# ---- decode_stage ----
### M3 wires, decode_stage

Scale: 3 px per um. Cells faint in the background.
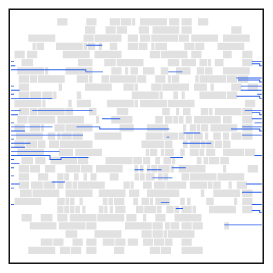

### config.mk
export PLATFORM = sky130hd
export DESIGN_NAME = decode_stage
export DESIGN_NICKNAME = d
export VERILOG_FILES = /design/src/rtl/decode_pkg.sv /design/src/rtl/decode_comb.sv /design/src/rtl/decode_stage.sv
export SDC_FILE = /design/constraint.sdc
export NUM_CORES = 1
export LEC_CHECK = 0
export CAP_MARGIN = 25
export CORE_UTILIZATION = 40
export CTS_CLUSTER_DIAMETER = 60
export CTS_CLUSTER_SIZE = 30
export DETAILED_ROUTE_END_ITERATION = 8
export PLACE_DENSITY = 0.73
export SLEW_MARGIN = 20
export SYNTH_ARGS = -nofsm -noshare
export SYNTH_HDL_FRONTEND = slang
export SYNTH_SLANG_ARGS = --single-unit
export TNS_END_PERCENT = 100
### constraint.sdc
create_clock -name clk -period 2.81 [get_ports clk]
set_clock_uncertainty 0.05 [all_clocks]
set_input_delay 0.7025 -clock clk [delete_from_list [all_inputs] [get_ports clk]]
set_output_delay 0.7025 -clock clk [all_outputs]
set_load 0.05 [all_outputs]
### src/rtl/decode_pkg.sv
// rtl/decode_pkg.sv - shared opcodes, ALU operation codes and decoded payload type
// Purpose: common definitions for decode_comb and decode_stage.
//   OPC_*      : RV32I/RV64I major opcodes handled by the decoder
//   alu_op_e   : ALU operation encoding driven on alu_op
//   decoded_t  : one decoded instruction; op_b is held at full 64-bit width
//                and narrowed to XLEN by the stage
//   f3_alu     : register/immediate arithmetic funct3 -> ALU operation
package decode_pkg;

  localparam logic [6:0] OPC_OP    = 7'b0110011;
  localparam logic [6:0] OPC_OPIMM = 7'b0010011;
  localparam logic [6:0] OPC_LUI   = 7'b0110111;
  localparam logic [6:0] OPC_LOAD  = 7'b0000011;
  localparam logic [6:0] OPC_STORE = 7'b0100011;

  typedef enum logic [4:0] {
    ALU_ADD   = 5'd0,
    ALU_SUB   = 5'd1,
    ALU_SLL   = 5'd2,
    ALU_SLT   = 5'd3,
    ALU_SLTU  = 5'd4,
    ALU_XOR   = 5'd5,
    ALU_SRL   = 5'd6,
    ALU_SRA   = 5'd7,
    ALU_OR    = 5'd8,
    ALU_AND   = 5'd9,
    ALU_PASSB = 5'd10
  } alu_op_e;

  typedef struct packed {
    logic        illegal;
    logic        reg_write;
    logic        use_imm;
    logic        mem_read;
    logic        mem_write;
    alu_op_e     alu_op;
    logic [2:0]  mem_funct3;
    logic [4:0]  rs1_addr;
    logic [4:0]  rs2_addr;
    logic [4:0]  rd_addr;
    logic [63:0] op_b;
  } decoded_t;

  // Base (non-SUB/SRA) operation for OP and OP-IMM funct3 values.
  function automatic alu_op_e f3_alu(input logic [2:0] funct3);
    case (funct3)
      3'b000:  f3_alu = ALU_ADD;
      3'b001:  f3_alu = ALU_SLL;
      3'b010:  f3_alu = ALU_SLT;
      3'b011:  f3_alu = ALU_SLTU;
      3'b100:  f3_alu = ALU_XOR;
      3'b101:  f3_alu = ALU_SRL;
      3'b110:  f3_alu = ALU_OR;
      default: f3_alu = ALU_AND;
    endcase
  endfunction

endpackage

### src/rtl/decode_comb.sv
// rtl/decode_comb.sv - combinational instruction word to decoded_t translation
// Purpose: decodes OP, OP-IMM, LUI, LOAD and STORE and flags everything else
// as illegal. No state.
// Ports:
//   instruction : in  raw 32-bit instruction word
//   decoded     : out decoded payload (decode_pkg::decoded_t)
module decode_comb
  import decode_pkg::*;
#(
  parameter int XLEN = 32
) (
  input  logic [31:0] instruction,
  output decoded_t    decoded
);

  logic [6:0]  opcode;
  logic [2:0]  funct3;
  logic [6:0]  funct7;
  logic [63:0] imm_i;
  logic [63:0] imm_s;
  logic [63:0] imm_u;
  logic [63:0] shamt;
  logic        slli_bad;
  logic        srxi_bad;

  assign opcode = instruction[6:0];
  assign funct3 = instruction[14:12];
  assign funct7 = instruction[31:25];
  assign imm_i  = {{52{instruction[31]}}, instruction[31:20]};
  assign imm_s  = {{52{instruction[31]}}, instruction[31:25], instruction[11:7]};
  assign imm_u  = {{32{instruction[31]}}, instruction[31:12], 12'b0};

  // RV64 uses a 6-bit shamt, so bit 25 moves from "must be zero" into the amount.
  // instr[30] is the only other bit allowed, and only for the right shifts (SRAI).
  generate
    if (XLEN == 64) begin : g_sh64
      assign shamt    = {58'b0, instruction[25:20]};
      assign slli_bad = (instruction[31:26] != 6'b0);
      assign srxi_bad = ({instruction[31], instruction[29:26]} != 5'b0);
    end else begin : g_sh32
      assign shamt    = {59'b0, instruction[24:20]};
      assign slli_bad = (instruction[31:25] != 7'b0);
      assign srxi_bad = ({instruction[31], instruction[29:25]} != 6'b0);
    end
  endgenerate

  always_comb begin
    decoded            = '0;
    decoded.alu_op     = ALU_ADD;
    decoded.mem_funct3 = funct3;
    decoded.rs1_addr   = instruction[19:15];
    decoded.rs2_addr   = instruction[24:20];
    decoded.rd_addr    = instruction[11:7];

    if (instruction[1:0] != 2'b11) begin
      decoded.illegal = 1'b1;
    end else begin
      case (opcode)
        OPC_OP: begin
          decoded.reg_write = 1'b1;
          if (funct7 == 7'b0000000) begin
            decoded.alu_op = f3_alu(funct3);
          end else if (funct7 == 7'b0100000 && funct3 == 3'b000) begin
            decoded.alu_op = ALU_SUB;
          end else if (funct7 == 7'b0100000 && funct3 == 3'b101) begin
            decoded.alu_op = ALU_SRA;
          end else begin
            decoded.illegal = 1'b1;
          end
        end
        OPC_OPIMM: begin
          decoded.reg_write = 1'b1;
          decoded.use_imm   = 1'b1;
          if (funct3 == 3'b001) begin
            decoded.alu_op  = ALU_SLL;
            decoded.op_b    = shamt;
            decoded.illegal = slli_bad;
          end else if (funct3 == 3'b101) begin
            decoded.alu_op  = instruction[30] ? ALU_SRA : ALU_SRL;
            decoded.op_b    = shamt;
            decoded.illegal = srxi_bad;
          end else begin
            decoded.alu_op  = f3_alu(funct3);
            decoded.op_b    = imm_i;
          end
        end
        OPC_LUI: begin
          decoded.reg_write = 1'b1;
          decoded.use_imm   = 1'b1;
          decoded.alu_op    = ALU_PASSB;
          decoded.op_b      = imm_u;
        end
        OPC_LOAD: begin
          decoded.reg_write = 1'b1;
          decoded.use_imm   = 1'b1;
          decoded.mem_read  = 1'b1;
          decoded.op_b      = imm_i;
          // LWU (110) exists only on RV64; 111 is unassigned everywhere.
          decoded.illegal   = (funct3 == 3'b111) || (XLEN == 32 && funct3 == 3'b110);
        end
        OPC_STORE: begin
          decoded.use_imm   = 1'b1;
          decoded.mem_write = 1'b1;
          decoded.op_b      = imm_s;
          decoded.illegal   = funct3[2];
        end
        default: decoded.illegal = 1'b1;
      endcase
    end

    // Illegal entries still travel down the pipe so execute can trap, but
    // must not have any architectural side effect.
    if (decoded.illegal) begin
      decoded.reg_write = 1'b0;
      decoded.mem_read  = 1'b0;
      decoded.mem_write = 1'b0;
      decoded.alu_op    = ALU_ADD;
    end
    if (decoded.rd_addr == 5'd0) begin
      decoded.reg_write = 1'b0;
    end
  end

endmodule

### src/rtl/decode_stage.sv
// rtl/decode_stage.sv - registered decode stage with valid/ready handshake and flush
// Purpose: wraps decode_comb with a one-entry pipeline register between fetch
// and execute. Full throughput with no bubble: in_ready = !out_valid || out_ready.
// Ports:
//   clk, rst_n          : clock, asynchronous active-low reset
//   flush               : drop held entry and any same-cycle accept
//   in_valid/in_ready   : fetch-side handshake, instruction = raw word
//   out_valid/out_ready : execute-side handshake
//   reg_write, use_imm, op_b, alu_op, mem_read, mem_write, mem_funct3,
//   rs1_addr, rs2_addr, rd_addr, illegal : registered decoded payload
module decode_stage
  import decode_pkg::*;
#(
  parameter int XLEN     = 32,
  parameter int ALU_OP_W = 5
) (
  input  logic                clk,
  input  logic                rst_n,
  input  logic                flush,
  input  logic                in_valid,
  output logic                in_ready,
  input  logic [31:0]         instruction,
  output logic                out_valid,
  input  logic                out_ready,
  output logic                reg_write,
  output logic                use_imm,
  output logic [XLEN-1:0]     op_b,
  output logic [ALU_OP_W-1:0] alu_op,
  output logic                mem_read,
  output logic                mem_write,
  output logic [2:0]          mem_funct3,
  output logic [4:0]          rs1_addr,
  output logic [4:0]          rs2_addr,
  output logic [4:0]          rd_addr,
  output logic                illegal
);

  decoded_t dec;
  decoded_t held;
  logic     valid_q;
  logic     accept;

  decode_comb #(.XLEN(XLEN)) u_decode_comb (
    .instruction (instruction),
    .decoded     (dec)
  );

  assign in_ready = !valid_q || out_ready;
  assign accept   = in_valid && in_ready && !flush;

  // Payload is only loaded on accept, so it holds across stalls and after drain.
  always_ff @(posedge clk or negedge rst_n) begin
    if (!rst_n) begin
      valid_q <= 1'b0;
      held    <= '0;
    end else if (flush) begin
      valid_q <= 1'b0;
    end else if (accept) begin
      valid_q <= 1'b1;
      held    <= dec;
    end else if (out_ready) begin
      valid_q <= 1'b0;
    end
  end

  generate
    if (XLEN < 64) begin : g_narrow
      logic unused_op_b_hi;
      assign unused_op_b_hi = ^held.op_b[63:XLEN];
    end
  endgenerate

  assign out_valid  = valid_q;
  assign reg_write  = held.reg_write;
  assign use_imm    = held.use_imm;
  assign op_b       = held.op_b[XLEN-1:0];
  assign alu_op     = ALU_OP_W'(held.alu_op);
  assign mem_read   = held.mem_read;
  assign mem_write  = held.mem_write;
  assign mem_funct3 = held.mem_funct3;
  assign rs1_addr   = held.rs1_addr;
  assign rs2_addr   = held.rs2_addr;
  assign rd_addr    = held.rd_addr;
  assign illegal    = held.illegal;

endmodule

# ---- pe_ctrl ----
File: src/rtl/pe_pkg.sv
`default_nettype none
// ============================================================================
//  Module   : pe_pkg
//  Purpose  : Shared definitions for the PE dot-product controller:
//             controller state encoding, Q24.8 fixed-point constants and a
//             saturating 32-bit increment helper.
//  Revision : 1.0 - initial release
// ============================================================================
package pe_pkg;

   // Controller states, explicitly encoded.
   typedef enum logic [2:0] {
      ST_IDLE  = 3'd0,
      ST_LOAD  = 3'd1,
      ST_READ  = 3'd2,
      ST_ISSUE = 3'd3,
      ST_WAIT  = 3'd4,
      ST_DONE  = 3'd5
   } pe_state_t;

   // Q24.8 operand format; the PE adds only the low CIN_BITS of pe_cin.
   localparam int FRAC_BITS = 8;
   localparam int CIN_BITS  = 24;

   // Increment that sticks at all-ones instead of wrapping.
   function automatic logic [31:0] sat_inc32(input logic [31:0] v);
      return (v == 32'hFFFF_FFFF) ? v : v + 32'd1;
   endfunction

endpackage
`default_nettype wire

File: src/rtl/pe_ctrl.sv
`default_nettype none
// ============================================================================
//  Module   : pe_ctrl
//  Purpose  : Dot-product sequencer for a single multiply-accumulate PE with
//             a local RAM. Loads the B vector into the PE RAM, then for each
//             element reads B, issues A together with the running sum, waits
//             a fixed PE_LAT cycles and captures the PE result as the new sum.
//  Ports    : aclk/aresetn      - clock, async active-low reset
//             start/len         - job request and vector length (0..2**L)
//             b_*               - B-vector valid/ready stream (LOAD only)
//             a_*               - A-vector valid/ready stream (ISSUE only)
//             pe_*              - PE operand, RAM and result interface
//             result/_valid     - final dot product, one-cycle pulse
//             busy              - high whenever the controller is not idle
//             cyc_cnt           - busy cycles of last job (optional)
//  Options  : define PE_CTRL_CYCCNT_EN to add the cyc_cnt output.
//  Revision : 1.0 - initial release
// ============================================================================
module pe_ctrl
   import pe_pkg::*;
#(
   parameter int L_RAM_SIZE = 6,
   parameter int PE_LAT     = 4
)
(
   input  logic                  aclk,
   input  logic                  aresetn,
   input  logic                  start,
   input  logic [L_RAM_SIZE:0]   len,
   input  logic [31:0]           b_data,
   input  logic                  b_valid,
   output logic                  b_ready,
   input  logic [31:0]           a_data,
   input  logic                  a_valid,
   output logic                  a_ready,
   output logic [31:0]           pe_ain,
   output logic [31:0]           pe_din,
   output logic [31:0]           pe_cin,
   output logic [L_RAM_SIZE-1:0] pe_addr,
   output logic                  pe_we,
   output logic                  pe_valid,
   input  logic [31:0]           pe_dout,
   output logic [31:0]           result,
   output logic                  result_valid,
`ifdef PE_CTRL_CYCCNT_EN
   output logic [31:0]           cyc_cnt,
`endif
   output logic                  busy
);

   // Wait counter only needs to reach PE_LAT-1.
   localparam int WCW = (PE_LAT > 1) ? $clog2(PE_LAT) : 1;

   pe_state_t             r_state;
   pe_state_t             w_next;
   logic [L_RAM_SIZE:0]   r_i;       // one bit wider than the address so len=2**L terminates
   logic [L_RAM_SIZE:0]   r_len;     // len captured at start; the port may change mid-job
   logic [L_RAM_SIZE:0]   w_i_inc;
   logic [31:0]           r_acc;
   logic [WCW-1:0]        r_wcnt;
   logic                  w_b_xfer;
   logic                  w_a_xfer;
   logic                  w_wait_done;

   assign w_b_xfer    = b_valid && b_ready;
   assign w_a_xfer    = a_valid && a_ready;
   assign w_i_inc     = r_i + (L_RAM_SIZE+1)'(1);
   assign w_wait_done = (r_state == ST_WAIT) && (r_wcnt == WCW'(PE_LAT-1));

   // ------------------------------------------------------------------------
   // State register
   // ------------------------------------------------------------------------
   always_ff @(posedge aclk or negedge aresetn) begin
      if (!aresetn) begin
         r_state <= ST_IDLE;
      end else begin
         r_state <= w_next;
      end
   end

   // ------------------------------------------------------------------------
   // Next state and stream handshakes
   // ------------------------------------------------------------------------
   always_comb begin
      w_next  = r_state;
      b_ready = 1'b0;
      a_ready = 1'b0;
      busy    = (r_state != ST_IDLE);
      case (r_state)
         ST_IDLE: begin
            if (start) begin
               w_next = (len == '0) ? ST_DONE : ST_LOAD;
            end
         end
         ST_LOAD: begin
            // Once all len words are accepted, one more LOAD cycle remains
            // in which the last registered write reaches the RAM.
            b_ready = (r_i != r_len);
            if (r_i == r_len) begin
               w_next = ST_READ;
            end
         end
         ST_READ: begin
            w_next = ST_ISSUE;
         end
         ST_ISSUE: begin
            a_ready = 1'b1;
            if (w_a_xfer) begin
               w_next = ST_WAIT;
            end
         end
         ST_WAIT: begin
            // Completion is timed, not flagged: a zero PE result is legal.
            if (w_wait_done) begin
               w_next = (w_i_inc == r_len) ? ST_DONE : ST_READ;
            end
         end
         ST_DONE: begin
            w_next = ST_IDLE;
         end
         default: begin
            w_next = ST_IDLE;
         end
      endcase
   end

   // ------------------------------------------------------------------------
   // Datapath: index, accumulator and registered PE/result outputs
   // ------------------------------------------------------------------------
   always_ff @(posedge aclk or negedge aresetn) begin
      if (!aresetn) begin
         r_i          <= '0;
         r_len        <= '0;
         r_acc        <= '0;
         r_wcnt       <= '0;
         pe_ain       <= '0;
         pe_din       <= '0;
         pe_cin       <= '0;
         pe_addr      <= '0;
         pe_we        <= 1'b0;
         pe_valid     <= 1'b0;
         result       <= '0;
         result_valid <= 1'b0;
      end else begin
         pe_we        <= 1'b0;
         pe_valid     <= 1'b0;
         result_valid <= 1'b0;
         case (r_state)
            ST_IDLE: begin
               if (start) begin
                  r_i   <= '0;
                  r_acc <= '0;
                  r_len <= len;
               end
            end
            ST_LOAD: begin
               if (w_b_xfer) begin
                  pe_we   <= 1'b1;
                  pe_din  <= b_data;
                  pe_addr <= r_i[L_RAM_SIZE-1:0];
                  r_i     <= w_i_inc;
               end else if (r_i == r_len) begin
                  // Rewind for the compute pass; the address presented in
                  // READ starts the RAM read of element 0.
                  r_i     <= '0;
                  pe_addr <= '0;
               end
            end
            ST_ISSUE: begin
               if (w_a_xfer) begin
                  pe_ain   <= a_data;
                  pe_cin   <= r_acc;
                  pe_valid <= 1'b1;
                  r_wcnt   <= '0;
               end
            end
            ST_WAIT: begin
               if (w_wait_done) begin
                  r_acc   <= pe_dout;
                  r_i     <= w_i_inc;
                  // Low bits wrap to 0 when len=2**L; harmless since the
                  // terminal check uses the full-width index.
                  pe_addr <= w_i_inc[L_RAM_SIZE-1:0];
               end else begin
                  r_wcnt <= r_wcnt + WCW'(1);
               end
            end
            ST_DONE: begin
               result       <= r_acc;
               result_valid <= 1'b1;
            end
            default: begin
            end
         endcase
      end
   end

`ifdef PE_CTRL_CYCCNT_EN
   // ------------------------------------------------------------------------
   // Busy-cycle counter: r_cyc counts busy cycles before DONE, so the
   // published value adds the DONE cycle itself.
   // ------------------------------------------------------------------------
   logic [31:0] r_cyc;

   always_ff @(posedge aclk or negedge aresetn) begin
      if (!aresetn) begin
         r_cyc   <= '0;
         cyc_cnt <= '0;
      end else begin
         if (r_state == ST_IDLE) begin
            r_cyc <= '0;
         end else begin
            r_cyc <= sat_inc32(r_cyc);
         end
         if (r_state == ST_DONE) begin
            cyc_cnt <= sat_inc32(r_cyc);
         end
      end
   end
`endif

endmodule
`default_nettype wire

File: config.mk
export PLATFORM = sky130hd
export DESIGN_NAME = pe_ctrl
export DESIGN_NICKNAME = d
export VERILOG_FILES = /design/src/rtl/pe_pkg.sv /design/src/rtl/pe_ctrl.sv
export SDC_FILE = /design/constraint.sdc
export NUM_CORES = 1
export LEC_CHECK = 0
export CAP_MARGIN = 0
export CORE_MARGIN = 5
export CORE_UTILIZATION = 40
export CTS_CLUSTER_SIZE = 14
export DETAILED_ROUTE_END_ITERATION = 8
export PLACE_DENSITY = 0.79
export SLEW_MARGIN = 25
export SYNTH_ARGS = -nofsm -noshare
export SYNTH_HDL_FRONTEND = slang
export SYNTH_SLANG_ARGS = --single-unit
File: constraint.sdc
create_clock -name aclk -period 4.77 [get_ports aclk]
set_clock_uncertainty 0.2 [all_clocks]
set_input_delay 1.431 -clock aclk [delete_from_list [all_inputs] [get_ports aclk]]
set_output_delay 1.431 -clock aclk [all_outputs]
set_load 0.01 [all_outputs]
# ---- sram_be_pipe_ctrl ----
File: config.mk
export PLATFORM = sky130hd
export DESIGN_NAME = sram_be_pipe_ctrl
export DESIGN_NICKNAME = d
export VERILOG_FILES = /design/src/rtl/sram_pkg.sv /design/src/rtl/sram_rsp_pipe.sv /design/src/rtl/sram_be_pipe_ctrl.sv
export SDC_FILE = /design/constraint.sdc
export NUM_CORES = 1
export LEC_CHECK = 0
export CAP_MARGIN = 20
export CORE_AREA = 2 2 214 216
export DETAILED_ROUTE_END_ITERATION = 10
export DIE_AREA = 0 0 216 218
export GPL_TIMING_DRIVEN = 1
export PLACE_DENSITY = 0.75
export RECOVER_POWER = 50
export SLEW_MARGIN = 20
export SYNTH_ARGS = -nofsm -noshare
export SYNTH_HDL_FRONTEND = slang
export SYNTH_SLANG_ARGS = --single-unit
File: constraint.sdc
create_clock -name clk -period 2.9 [get_ports clk]
set_input_delay 0.725 -clock clk [delete_from_list [all_inputs] [get_ports clk]]
set_output_delay 0.725 -clock clk [all_outputs]
set_load 0.01 [all_outputs]
File: src/rtl/sram_pkg.sv
// Shared types, limits and the byte-lane merge helper for the SRAM controller.
package sram_pkg;

  localparam int RD_LATENCY_MAX = 4;
  localparam int MERGE_W_MAX    = 256;

  typedef enum logic {ST_CLEAR, ST_RUN} sram_state_e;

  // Returns old with every lane whose enable bit is set replaced by the
  // matching lane of wdata. Operands are zero-extended to MERGE_W_MAX bits
  // so one helper serves every word width the controller may be built with.
  function automatic logic [MERGE_W_MAX-1:0] be_merge(
    input logic [MERGE_W_MAX-1:0] old,
    input logic [MERGE_W_MAX-1:0] wdata,
    input logic [MERGE_W_MAX-1:0] be,
    input int                     byteW
  );
    logic [MERGE_W_MAX-1:0] merged;
    logic [7:0]             lane;
    merged = old;
    for (int i = 0; i < MERGE_W_MAX; i++) begin
      lane = 8'(i / byteW);
      if (be[lane]) merged[i] = wdata[i];
    end
    return merged;
  endfunction

endpackage

File: src/rtl/sram_rsp_pipe.sv
// Fixed-latency response pipe: one valid+data stage per cycle of latency plus
// the capture stage loaded on the accept edge. Valid bits clear asynchronously
// so in-flight responses are dropped on reset; data stages only advance behind
// a valid bit, so the output word holds its last response while idle.
module sram_rsp_pipe #(
  parameter int DATA_WIDTH = 32,
  parameter int RD_LATENCY = 2
) (
  input  logic                  clk_i,
  input  logic                  rst_ni,
  input  logic                  in_valid_i,
  input  logic [DATA_WIDTH-1:0] in_data_i,
  output logic                  out_valid_o,
  output logic [DATA_WIDTH-1:0] out_data_o
);

  localparam int STAGES = RD_LATENCY + 1;

  logic [STAGES-1:0]     vld_q;
  logic [DATA_WIDTH-1:0] dat_q [STAGES];

  // Shift valid bits every cycle and move data only where a response travels.
  always_ff @(posedge clk_i or negedge rst_ni) begin
    if (!rst_ni) begin
      vld_q <= '0;
      for (int k = 0; k < STAGES; k++) dat_q[k] <= '0;
    end else begin
      vld_q <= {vld_q[STAGES-2:0], in_valid_i};
      if (in_valid_i) dat_q[0] <= in_data_i;
      for (int k = 1; k < STAGES; k++) begin
        if (vld_q[k-1]) dat_q[k] <= dat_q[k-1];
      end
    end
  end

  assign out_valid_o = vld_q[STAGES-1];
  assign out_data_o  = dat_q[STAGES-1];

endmodule

File: src/rtl/sram_be_pipe_ctrl.sv
// Single-port SRAM model with byte enables, valid/ready requests, a
// fixed-latency response pipe, read-first or write-through write responses
// and an optional zero-fill of the whole array after reset.
module sram_be_pipe_ctrl
  import sram_pkg::*;
#(
  parameter int  DATA_WIDTH     = 32,
  parameter int  ADDR_WIDTH     = 4,
  parameter int  BYTE_W         = 8,
  parameter int  RD_LATENCY     = 2,
  parameter int  READ_FIRST     = 1,
  parameter int  CLEAR_ON_RESET = 1,
  localparam int NUM_BYTES      = DATA_WIDTH / BYTE_W,
  localparam int DEPTH          = 2 ** ADDR_WIDTH
) (
  input  logic                  clk,
  input  logic                  rst_n,
  input  logic                  req_valid,
  output logic                  req_ready,
  input  logic                  req_we,
  input  logic [ADDR_WIDTH-1:0] req_addr,
  input  logic [DATA_WIDTH-1:0] req_wdata,
  input  logic [NUM_BYTES-1:0]  req_be,
  output logic                  rsp_valid,
  output logic [DATA_WIDTH-1:0] rsp_rdata,
  output logic                  init_done
);

  if ((DATA_WIDTH % BYTE_W) != 0 || DATA_WIDTH > MERGE_W_MAX) begin : g_bad_width
    $error("sram_be_pipe_ctrl: DATA_WIDTH must be a multiple of BYTE_W and at most MERGE_W_MAX");
  end
  if (RD_LATENCY < 1 || RD_LATENCY > RD_LATENCY_MAX) begin : g_bad_latency
    $error("sram_be_pipe_ctrl: RD_LATENCY must lie in 1..RD_LATENCY_MAX");
  end

  logic [DATA_WIDTH-1:0] mem_q [DEPTH];

  sram_state_e           state_q, state_d;
  logic [ADDR_WIDTH-1:0] clrAddr_q, clrAddr_d;
  logic                  clrWe;
  logic                  running;
  logic                  accept;
  logic [DATA_WIDTH-1:0] oldWord;
  logic [DATA_WIDTH-1:0] mergedWord;
  logic [DATA_WIDTH-1:0] rspWord;
  logic [MERGE_W_MAX-1:0] oldExt, wdataExt, beExt;

  // Clear walks the array one word per cycle; run state accepts requests.
  // Outputs are gated by rst_n so nothing is offered while reset is held.
  always_comb begin
    state_d   = state_q;
    clrAddr_d = clrAddr_q;
    clrWe     = 1'b0;
    running   = 1'b0;
    case (state_q)
      ST_CLEAR: begin
        clrWe     = rst_n;
        clrAddr_d = clrAddr_q + 1'b1;
        if (clrAddr_q == ADDR_WIDTH'(DEPTH - 1)) state_d = ST_RUN;
      end
      ST_RUN: begin
        running = rst_n;
      end
    endcase
  end

  // State and clear address registers; reset restarts any clear from word 0.
  always_ff @(posedge clk or negedge rst_n) begin
    if (!rst_n) begin
      state_q   <= (CLEAR_ON_RESET != 0) ? ST_CLEAR : ST_RUN;
      clrAddr_q <= '0;
    end else begin
      state_q   <= state_d;
      clrAddr_q <= clrAddr_d;
    end
  end

  assign req_ready = running;
  assign init_done = running;
  assign accept    = req_valid & running;
  assign oldWord   = mem_q[req_addr];

  // Byte-lane merge of the addressed word and choice of the response word.
  always_comb begin
    oldExt   = '0;
    wdataExt = '0;
    beExt    = '0;
    oldExt[DATA_WIDTH-1:0]   = oldWord;
    wdataExt[DATA_WIDTH-1:0] = req_wdata;
    beExt[NUM_BYTES-1:0]     = req_be;
    mergedWord = DATA_WIDTH'(be_merge(oldExt, wdataExt, beExt, BYTE_W));
    rspWord    = (req_we && READ_FIRST == 0) ? mergedWord : oldWord;
  end

  // Array write port, shared between the clear sweep and accepted writes.
  always_ff @(posedge clk) begin
    if (clrWe) begin
      mem_q[clrAddr_q] <= '0;
    end else if (accept && req_we) begin
      mem_q[req_addr] <= mergedWord;
    end
  end

  sram_rsp_pipe #(
    .DATA_WIDTH(DATA_WIDTH),
    .RD_LATENCY(RD_LATENCY)
  ) uRspPipe (
    .clk_i      (clk),
    .rst_ni     (rst_n),
    .in_valid_i (accept),
    .in_data_i  (rspWord),
    .out_valid_o(rsp_valid),
    .out_data_o (rsp_rdata)
  );

endmodule

# ---- bloco_controle_polinomio_flat ----
File: src/rtl/bloco_controle_polinomio_if.sv
// Handshake and control bundle between the system, the polynomial control
// unit and the polynomial datapath.
//   inicio   : start request (system -> controller)
//   cancela  : synchronous abort (system -> controller)
//   M0,M1,M2 : datapath mux selects (controller -> datapath)
//   LX,LH,LS : load enables for R0, R1, R2 (controller -> datapath)
//   H        : ALU op, 1 = multiply, 0 = add (controller -> datapath)
//   ocupado  : busy, high outside IDLE (controller -> system)
//   pronto   : one-cycle done pulse, R2 holds y (controller -> system)
interface bloco_controle_polinomio_if;
    logic       inicio;
    logic       cancela;
    logic [1:0] M0;
    logic [1:0] M1;
    logic [1:0] M2;
    logic       LX;
    logic       LH;
    logic       LS;
    logic       H;
    logic       ocupado;
    logic       pronto;

    // System / environment side
    modport master (
        output inicio, cancela,
        input  M0, M1, M2, LX, LH, LS, H, ocupado, pronto
    );

    // Control unit side
    modport slave (
        input  inicio, cancela,
        output M0, M1, M2, LX, LH, LS, H, ocupado, pronto
    );
endinterface

File: src/rtl/bloco_controle_polinomio.sv
// Control unit for the polynomial datapath: sequences y = A*x^2 + B*x + C as
// CARGA, QUAD, AX2, BX, SOMA1, SOMAC, FIM. Each compute state lasts
// 1+ULA_LAT cycles with its load enable only on the final cycle.
// Ports:
//   clk : system clock, rising edge
//   rst : asynchronous active-high reset
//   bus : control bundle (slave side), see bloco_controle_polinomio_if
// Outputs are pure Moore decodes of state and latency counter.
module bloco_controle_polinomio #(
    parameter int unsigned ULA_LAT = 0
) (
    input logic                         clk,
    input logic                         rst,
    bloco_controle_polinomio_if.slave   bus
);

    typedef enum logic [2:0] {
        IDLE  = 3'd0,
        CARGA = 3'd1,
        QUAD  = 3'd2,
        AX2   = 3'd3,
        BX    = 3'd4,
        SOMA1 = 3'd5,
        SOMAC = 3'd6,
        FIM   = 3'd7
    } estado_t;

    localparam logic [2:0] LAT = 3'(ULA_LAT);

    estado_t    state_q, state_d;
    logic [2:0] cnt_q, cnt_d;
    logic       ultimo;

    logic [1:0] m0, m1, m2;
    logic       lx, lh, ls, h, ocupado, pronto;

    // Final cycle of a compute state; >= keeps the FSM moving even if the
    // counter were ever disturbed past the limit.
    assign ultimo = (cnt_q >= LAT);

    always_ff @(posedge clk or posedge rst) begin
        if (rst) begin
            state_q <= IDLE;
            cnt_q   <= '0;
        end else begin
            state_q <= state_d;
            cnt_q   <= cnt_d;
        end
    end

    // Next state. The counter only advances while a compute state is still
    // waiting for the ALU; any state change clears it.
    always_comb begin
        state_d = state_q;
        cnt_d   = '0;
        if (bus.cancela && state_q != IDLE) begin
            state_d = IDLE;
        end else begin
            case (state_q)
                IDLE:  if (bus.inicio && !bus.cancela) state_d = CARGA;
                CARGA: state_d = QUAD;
                QUAD:  if (ultimo) state_d = AX2;   else cnt_d = cnt_q + 3'd1;
                AX2:   if (ultimo) state_d = BX;    else cnt_d = cnt_q + 3'd1;
                BX:    if (ultimo) state_d = SOMA1; else cnt_d = cnt_q + 3'd1;
                SOMA1: if (ultimo) state_d = SOMAC; else cnt_d = cnt_q + 3'd1;
                SOMAC: if (ultimo) state_d = FIM;   else cnt_d = cnt_q + 3'd1;
                FIM:   state_d = IDLE;
                default: state_d = IDLE;
            endcase
        end
    end

    // Control vectors per state (M0,M1,M2,H held for the whole state).
    always_comb begin
        m0      = '0;
        m1      = '0;
        m2      = '0;
        lx      = 1'b0;
        lh      = 1'b0;
        ls      = 1'b0;
        h       = 1'b0;
        ocupado = 1'b0;
        pronto  = 1'b0;
        case (state_q)
            IDLE: ;
            CARGA: begin
                lx      = 1'b1;
                ocupado = 1'b1;
            end
            QUAD: begin        // R1 = x*x
                m1      = 2'd1;
                h       = 1'b1;
                lh      = ultimo;
                ocupado = 1'b1;
            end
            AX2: begin         // R2 = A*R1
                m0      = 2'd1;
                m2      = 2'd2;
                h       = 1'b1;
                ls      = ultimo;
                ocupado = 1'b1;
            end
            BX: begin          // R1 = B*x
                m0      = 2'd2;
                h       = 1'b1;
                lh      = ultimo;
                ocupado = 1'b1;
            end
            SOMA1: begin       // R2 = R1 + R2
                m1      = 2'd2;
                m2      = 2'd3;
                ls      = ultimo;
                ocupado = 1'b1;
            end
            SOMAC: begin       // R2 = C + R2
                m0      = 2'd3;
                m2      = 2'd3;
                ls      = ultimo;
                ocupado = 1'b1;
            end
            FIM: begin
                pronto  = 1'b1;
                ocupado = 1'b1;
            end
            default: ;
        endcase
    end

    assign bus.M0      = m0;
    assign bus.M1      = m1;
    assign bus.M2      = m2;
    assign bus.LX      = lx;
    assign bus.LH      = lh;
    assign bus.LS      = ls;
    assign bus.H       = h;
    assign bus.ocupado = ocupado;
    assign bus.pronto  = pronto;

endmodule
File: src/flat_wrapper.sv
// flat-port wrapper written by rule: the top's interface ports become plain ports
module bloco_controle_polinomio_flat 
#(
    parameter int unsigned ULA_LAT = 0
)
  (clk, rst, bus_inicio, bus_cancela, bus_M0, bus_M1, bus_M2, bus_LX, bus_LH, bus_LS, bus_H, bus_ocupado, bus_pronto);
  bloco_controle_polinomio_if bus_i ();
  input logic clk;
  input logic rst;
  input wire logic [$bits(bus_i.inicio)-1:0] bus_inicio;
  input wire logic [$bits(bus_i.cancela)-1:0] bus_cancela;
  output wire logic [$bits(bus_i.M0)-1:0] bus_M0;
  output wire logic [$bits(bus_i.M1)-1:0] bus_M1;
  output wire logic [$bits(bus_i.M2)-1:0] bus_M2;
  output wire logic [$bits(bus_i.LX)-1:0] bus_LX;
  output wire logic [$bits(bus_i.LH)-1:0] bus_LH;
  output wire logic [$bits(bus_i.LS)-1:0] bus_LS;
  output wire logic [$bits(bus_i.H)-1:0] bus_H;
  output wire logic [$bits(bus_i.ocupado)-1:0] bus_ocupado;
  output wire logic [$bits(bus_i.pronto)-1:0] bus_pronto;
  assign bus_i.inicio = bus_inicio;
  assign bus_i.cancela = bus_cancela;
  assign bus_M0 = bus_i.M0;
  assign bus_M1 = bus_i.M1;
  assign bus_M2 = bus_i.M2;
  assign bus_LX = bus_i.LX;
  assign bus_LH = bus_i.LH;
  assign bus_LS = bus_i.LS;
  assign bus_H = bus_i.H;
  assign bus_ocupado = bus_i.ocupado;
  assign bus_pronto = bus_i.pronto;
  bloco_controle_polinomio #(.ULA_LAT(ULA_LAT)) u_core (.clk(clk), .rst(rst), .bus(bus_i));
endmodule
File: config.mk
export PLATFORM = sky130hd
export DESIGN_NAME = bloco_controle_polinomio_flat
export DESIGN_NICKNAME = d
export VERILOG_FILES = /design/src/rtl/bloco_controle_polinomio_if.sv /design/src/rtl/bloco_controle_polinomio.sv /design/src/flat_wrapper.sv
export SDC_FILE = /design/constraint.sdc
export NUM_CORES = 1
export LEC_CHECK = 0
export ABC_AREA = 1
export CAP_MARGIN = 0
export CORE_AREA = 2 2 39 41
export CTS_CLUSTER_SIZE = 10
export DETAILED_ROUTE_END_ITERATION = 10
export DIE_AREA = 0 0 41 43
export PLACE_DENSITY = 0.56
export SLEW_MARGIN = 30
export SYNTH_ARGS = -nofsm -noshare
export SYNTH_HDL_FRONTEND = slang
export SYNTH_SLANG_ARGS = --single-unit
export TNS_END_PERCENT = 20
File: constraint.sdc
create_clock -name clk -period 2.3 [get_ports clk]
set_clock_uncertainty 0.1 [all_clocks]
set_input_delay 0.46 -clock clk [delete_from_list [all_inputs] [get_ports clk]]
set_output_delay 0.46 -clock clk [all_outputs]
set_load 0.01 [all_outputs]
### Clock nets, decode_stage

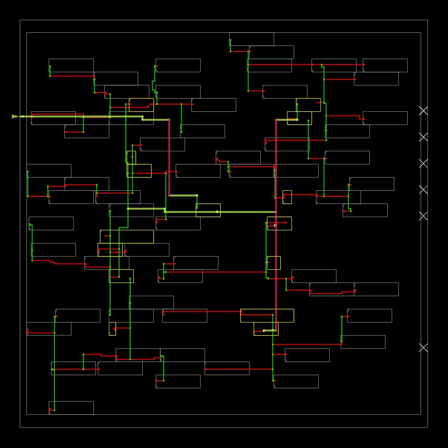
seq_cells: 60
clk latency late pin: 320 ps

### Power grid, decode_stage

Scale: 4 px per um. Pins as bars on the die edge. Tap cells in gray.
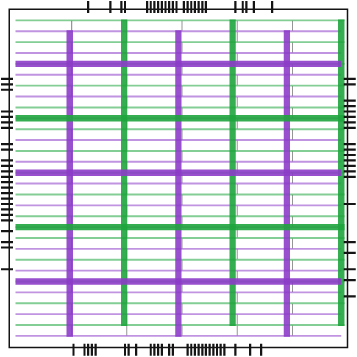
| color | net |
|---|---|
| green | VDD |
| purple | VSS |
signal pins: 99
tap cells: 77
met1 rails: 30

## Picture notes: 'M3 wires' of decode_stage
wire length on this layer: 389 um
share of all routed wire: 5.7%
longest straight run: 24.8 um
main direction: horizontal
nets with wire on the layer: 55

==> flow_summary_export.csv, decode_stage <==
group,metric,value,unit
status,outcome,"complete, but fails checks",
status,violations,"design-rule violations",
routing,drc,12,
timing,setup_tns,0,ps
timing,fmax,430,MHz
timing,fin_crit,2330,ps
synth,synthMuxAreaShare,0.0787,
critical_path,worstPathMaxFanout,20,
grt,grt_usage,0.205,
timing,postLayoutSetupSlackWorst,482,ps
routing,drtIter0Drc,116,
floorplan,rows,29,
grt,grt_max_degree,46,
finish,logic_gates,160,
job,max_cap_viol_count,0,
timing,hold_ws,366,ps
pwr,vdd_drop_max,0.507,mV
finish,nFillCells,520,
synth,yosysTopAreaCellShare,0.556,
synth,synthArstFlopShare,1.00,
critical_path,crit_buf_inv,2,
pwr,switchingPower,678,uW
synth,edf_count,0,
pwr,power,2280,uW
### Routed metal, one color a layer, pe_ctrl

Scale: 2 px per um.
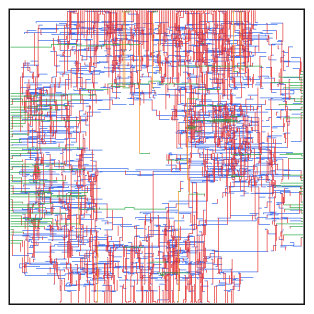
| color | layer | wire length |
|---|---|---|
| green | M3 | 1380 um |
| blue | M1 | 8240 um |
| red | M2 | 9930 um |
| orange | M4 | 401 um |

==> flow_summary_export.csv, pe_ctrl <==
group,metric,value,unit
status,outcome,"finished clean",
synth,topCellsByArea,"dfrtp_1 (63%), mux2_2 (12%), nand2_1 (10%)",
grt,overflow,0,
finish,n_all_inverters,6,
grt,grt_pass1_vias,5795,
synth,ys_top_cells_by_count,"nand2_1 (202), dfrtp_1 (188), mux2_2 (77), a22o_1 (35), clkbuf_1 (23)",
hold_path,whs_endpoint,"pe_din[15]$_DFFE_PN0P_",
floorplan,taps,234,
finish,drive_above_1_share,0.141,
pwr,power_combinational,1780,uW
critical_path,rr_startpoint,"r_i[3]$_DFFE_PN0P_",
grt,use_met2,0.307,
finish,lay_top_count,"clkdlybuf4s50_1",
synth,ys_area,7480,um^2
synth,ys_top_logic_family,"simple AND/OR/NAND/NOR gates",
floorplan,die_height,147,um
synth,yosys.area_share.aoi,0.0754,
synth,syn_inst,642,
synth,yosysTopAreaCell,"dfrtp_1",
pwr,pg_clk,1400,uW
synth,most_common_cell,"nand2_1",
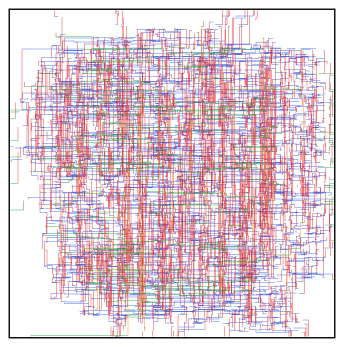
*Routed metal, one color a layer, sram_be_pipe_ctrl*
Scale: 1.5 px per um.
| color | layer | wire length |
|---|---|---|
| blue | M1 | 22.1 mm |
| orange | M4 | 1470 um |
| red | M2 | 27.6 mm |
| green | M3 | 4130 um |

==> flow_summary_export.csv, sram_be_pipe_ctrl <==
group,metric,value,unit
status,outcome,"complete, but fails checks",
pwr,p_sw_frac,0.217,
critical_path,crit_arrival,3180,ps
finish,regMostFlops,"mem_q",
grt,use_met2,0.401,
placement,place_inst,2109,
status,violations,"max-capacitance violations, max-slew violations",
finish,num_antenna_cells,0,
pwr,pwr-share-clk,0.387,
routing,drtIter0Drc,1814,
pwr,pwr-share-comb,0.085,
finish,design_area,28500,um^2
synth,syn_inst,1368,
critical_path,worstPathRequired,3330,ps
job,max_cap_viol_count,2,
timing,slew_viol_final,139,
synth,synthMuxAreaShare,0.139,
clocking,clockRootBuffer,"clkbuf_16",
pwr,p_seq_frac,0.527,
hold_path,min_delay_path_depth,2,
timing,fmax,365,MHz
### Clock nets, bloco_controle_polinomio_flat

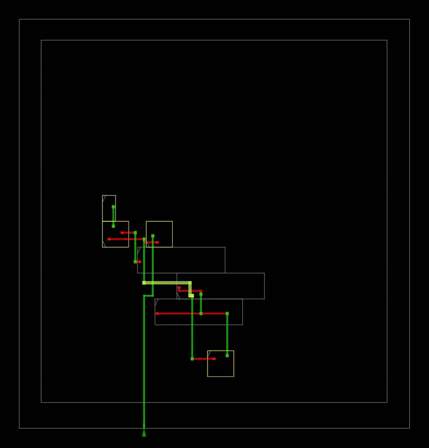
seq_cells: 3
clk pwr: 91.3 uW

==> flow_summary_export.csv, bloco_controle_polinomio_flat <==
group,metric,value,unit
status,outcome,"finished clean",
critical_path,crit_start,"u_core.state_q[0]$_DFFE_PP0P_",
critical_path,worst-path-stages,5,
critical_path,cp_top_family,"buffers and inverters",
critical_path,rr_startpoint,"u_core.state_q[0]$_DFFE_PP0P_",
finish,logic_area,113,um^2
routing,met1_length,260,um
timing,setup_tns,0,ps
routing,wl_per_cell,7.25,um
pwr,p_sw_frac,0.298,
finish,flop_area,75.1,um^2
pwr,seq_cell_power,67.7,uW
critical_path,critPathMostFrequentCell,"nand2_1",
grt,grt_pass1_wl,807,um
job,openroad.warnings,26,
finish,comb_share,0.272,
critical_path,critPathSlowestCell,"clkdlybuf4s50_1",
job,max_cap_viol_count,0,
grt,grt.busiest_layer,"met2",
synth,syn_avg_cell_area,5.87,um^2
placement,place_inst,69,
clocking,cts_resized,0,
synth,fa_ha_area_frac,0,
pwr,cellLeakagePower,0.000233,uW


==> notes/layouts.md <==
Pictures saved along the way, in no particular order.

M2 wires.
(a)
Scale: 3 px per um.
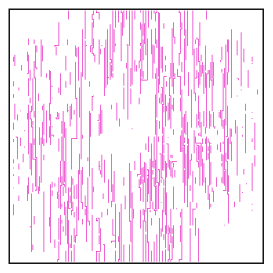
(b)
Scale: 2 px per um.
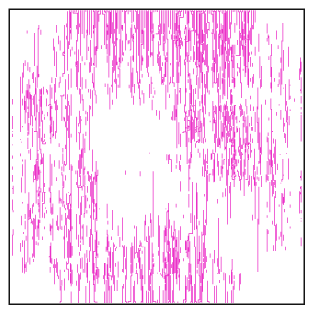
(c)
Scale: 1 px per um.
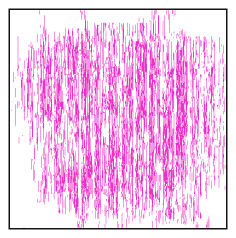
(d)
Scale: 6 px per um.
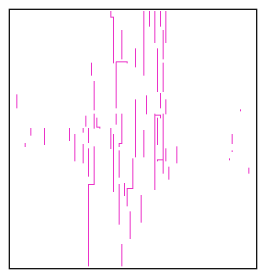
- decode_stage = (a)
- bloco_controle_polinomio_flat = (d)
- sram_be_pipe_ctrl = (c)
- pe_ctrl = (b)
- smallest die: (d)
- largest die: (c)

Key to (d):
share of all routed wire: 46%
nets with wire on the layer: 47
wire length on this layer: 242 um
main direction: vertical


==> screenshots <==
M3 wires.
Plate I
Scale: 2 px per um. Cells faint in the background.
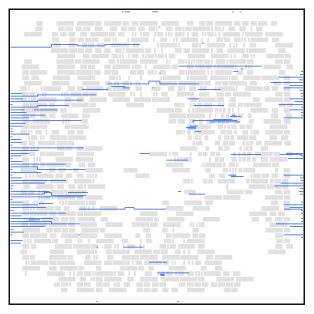
Plate II
Scale: 1 px per um. Cells faint in the background.
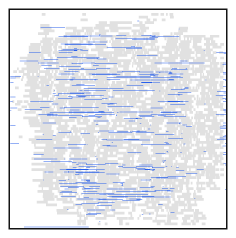
Plate III
Scale: 6 px per um. Cells faint in the background.
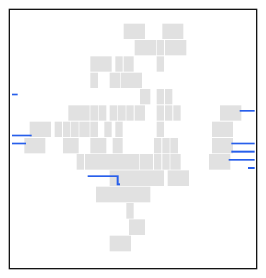
sram_be_pipe_ctrl is Plate II.
pe_ctrl is Plate I.
bloco_controle_polinomio_flat is Plate III.

Power is estimated from default activity; no workload was simulated.
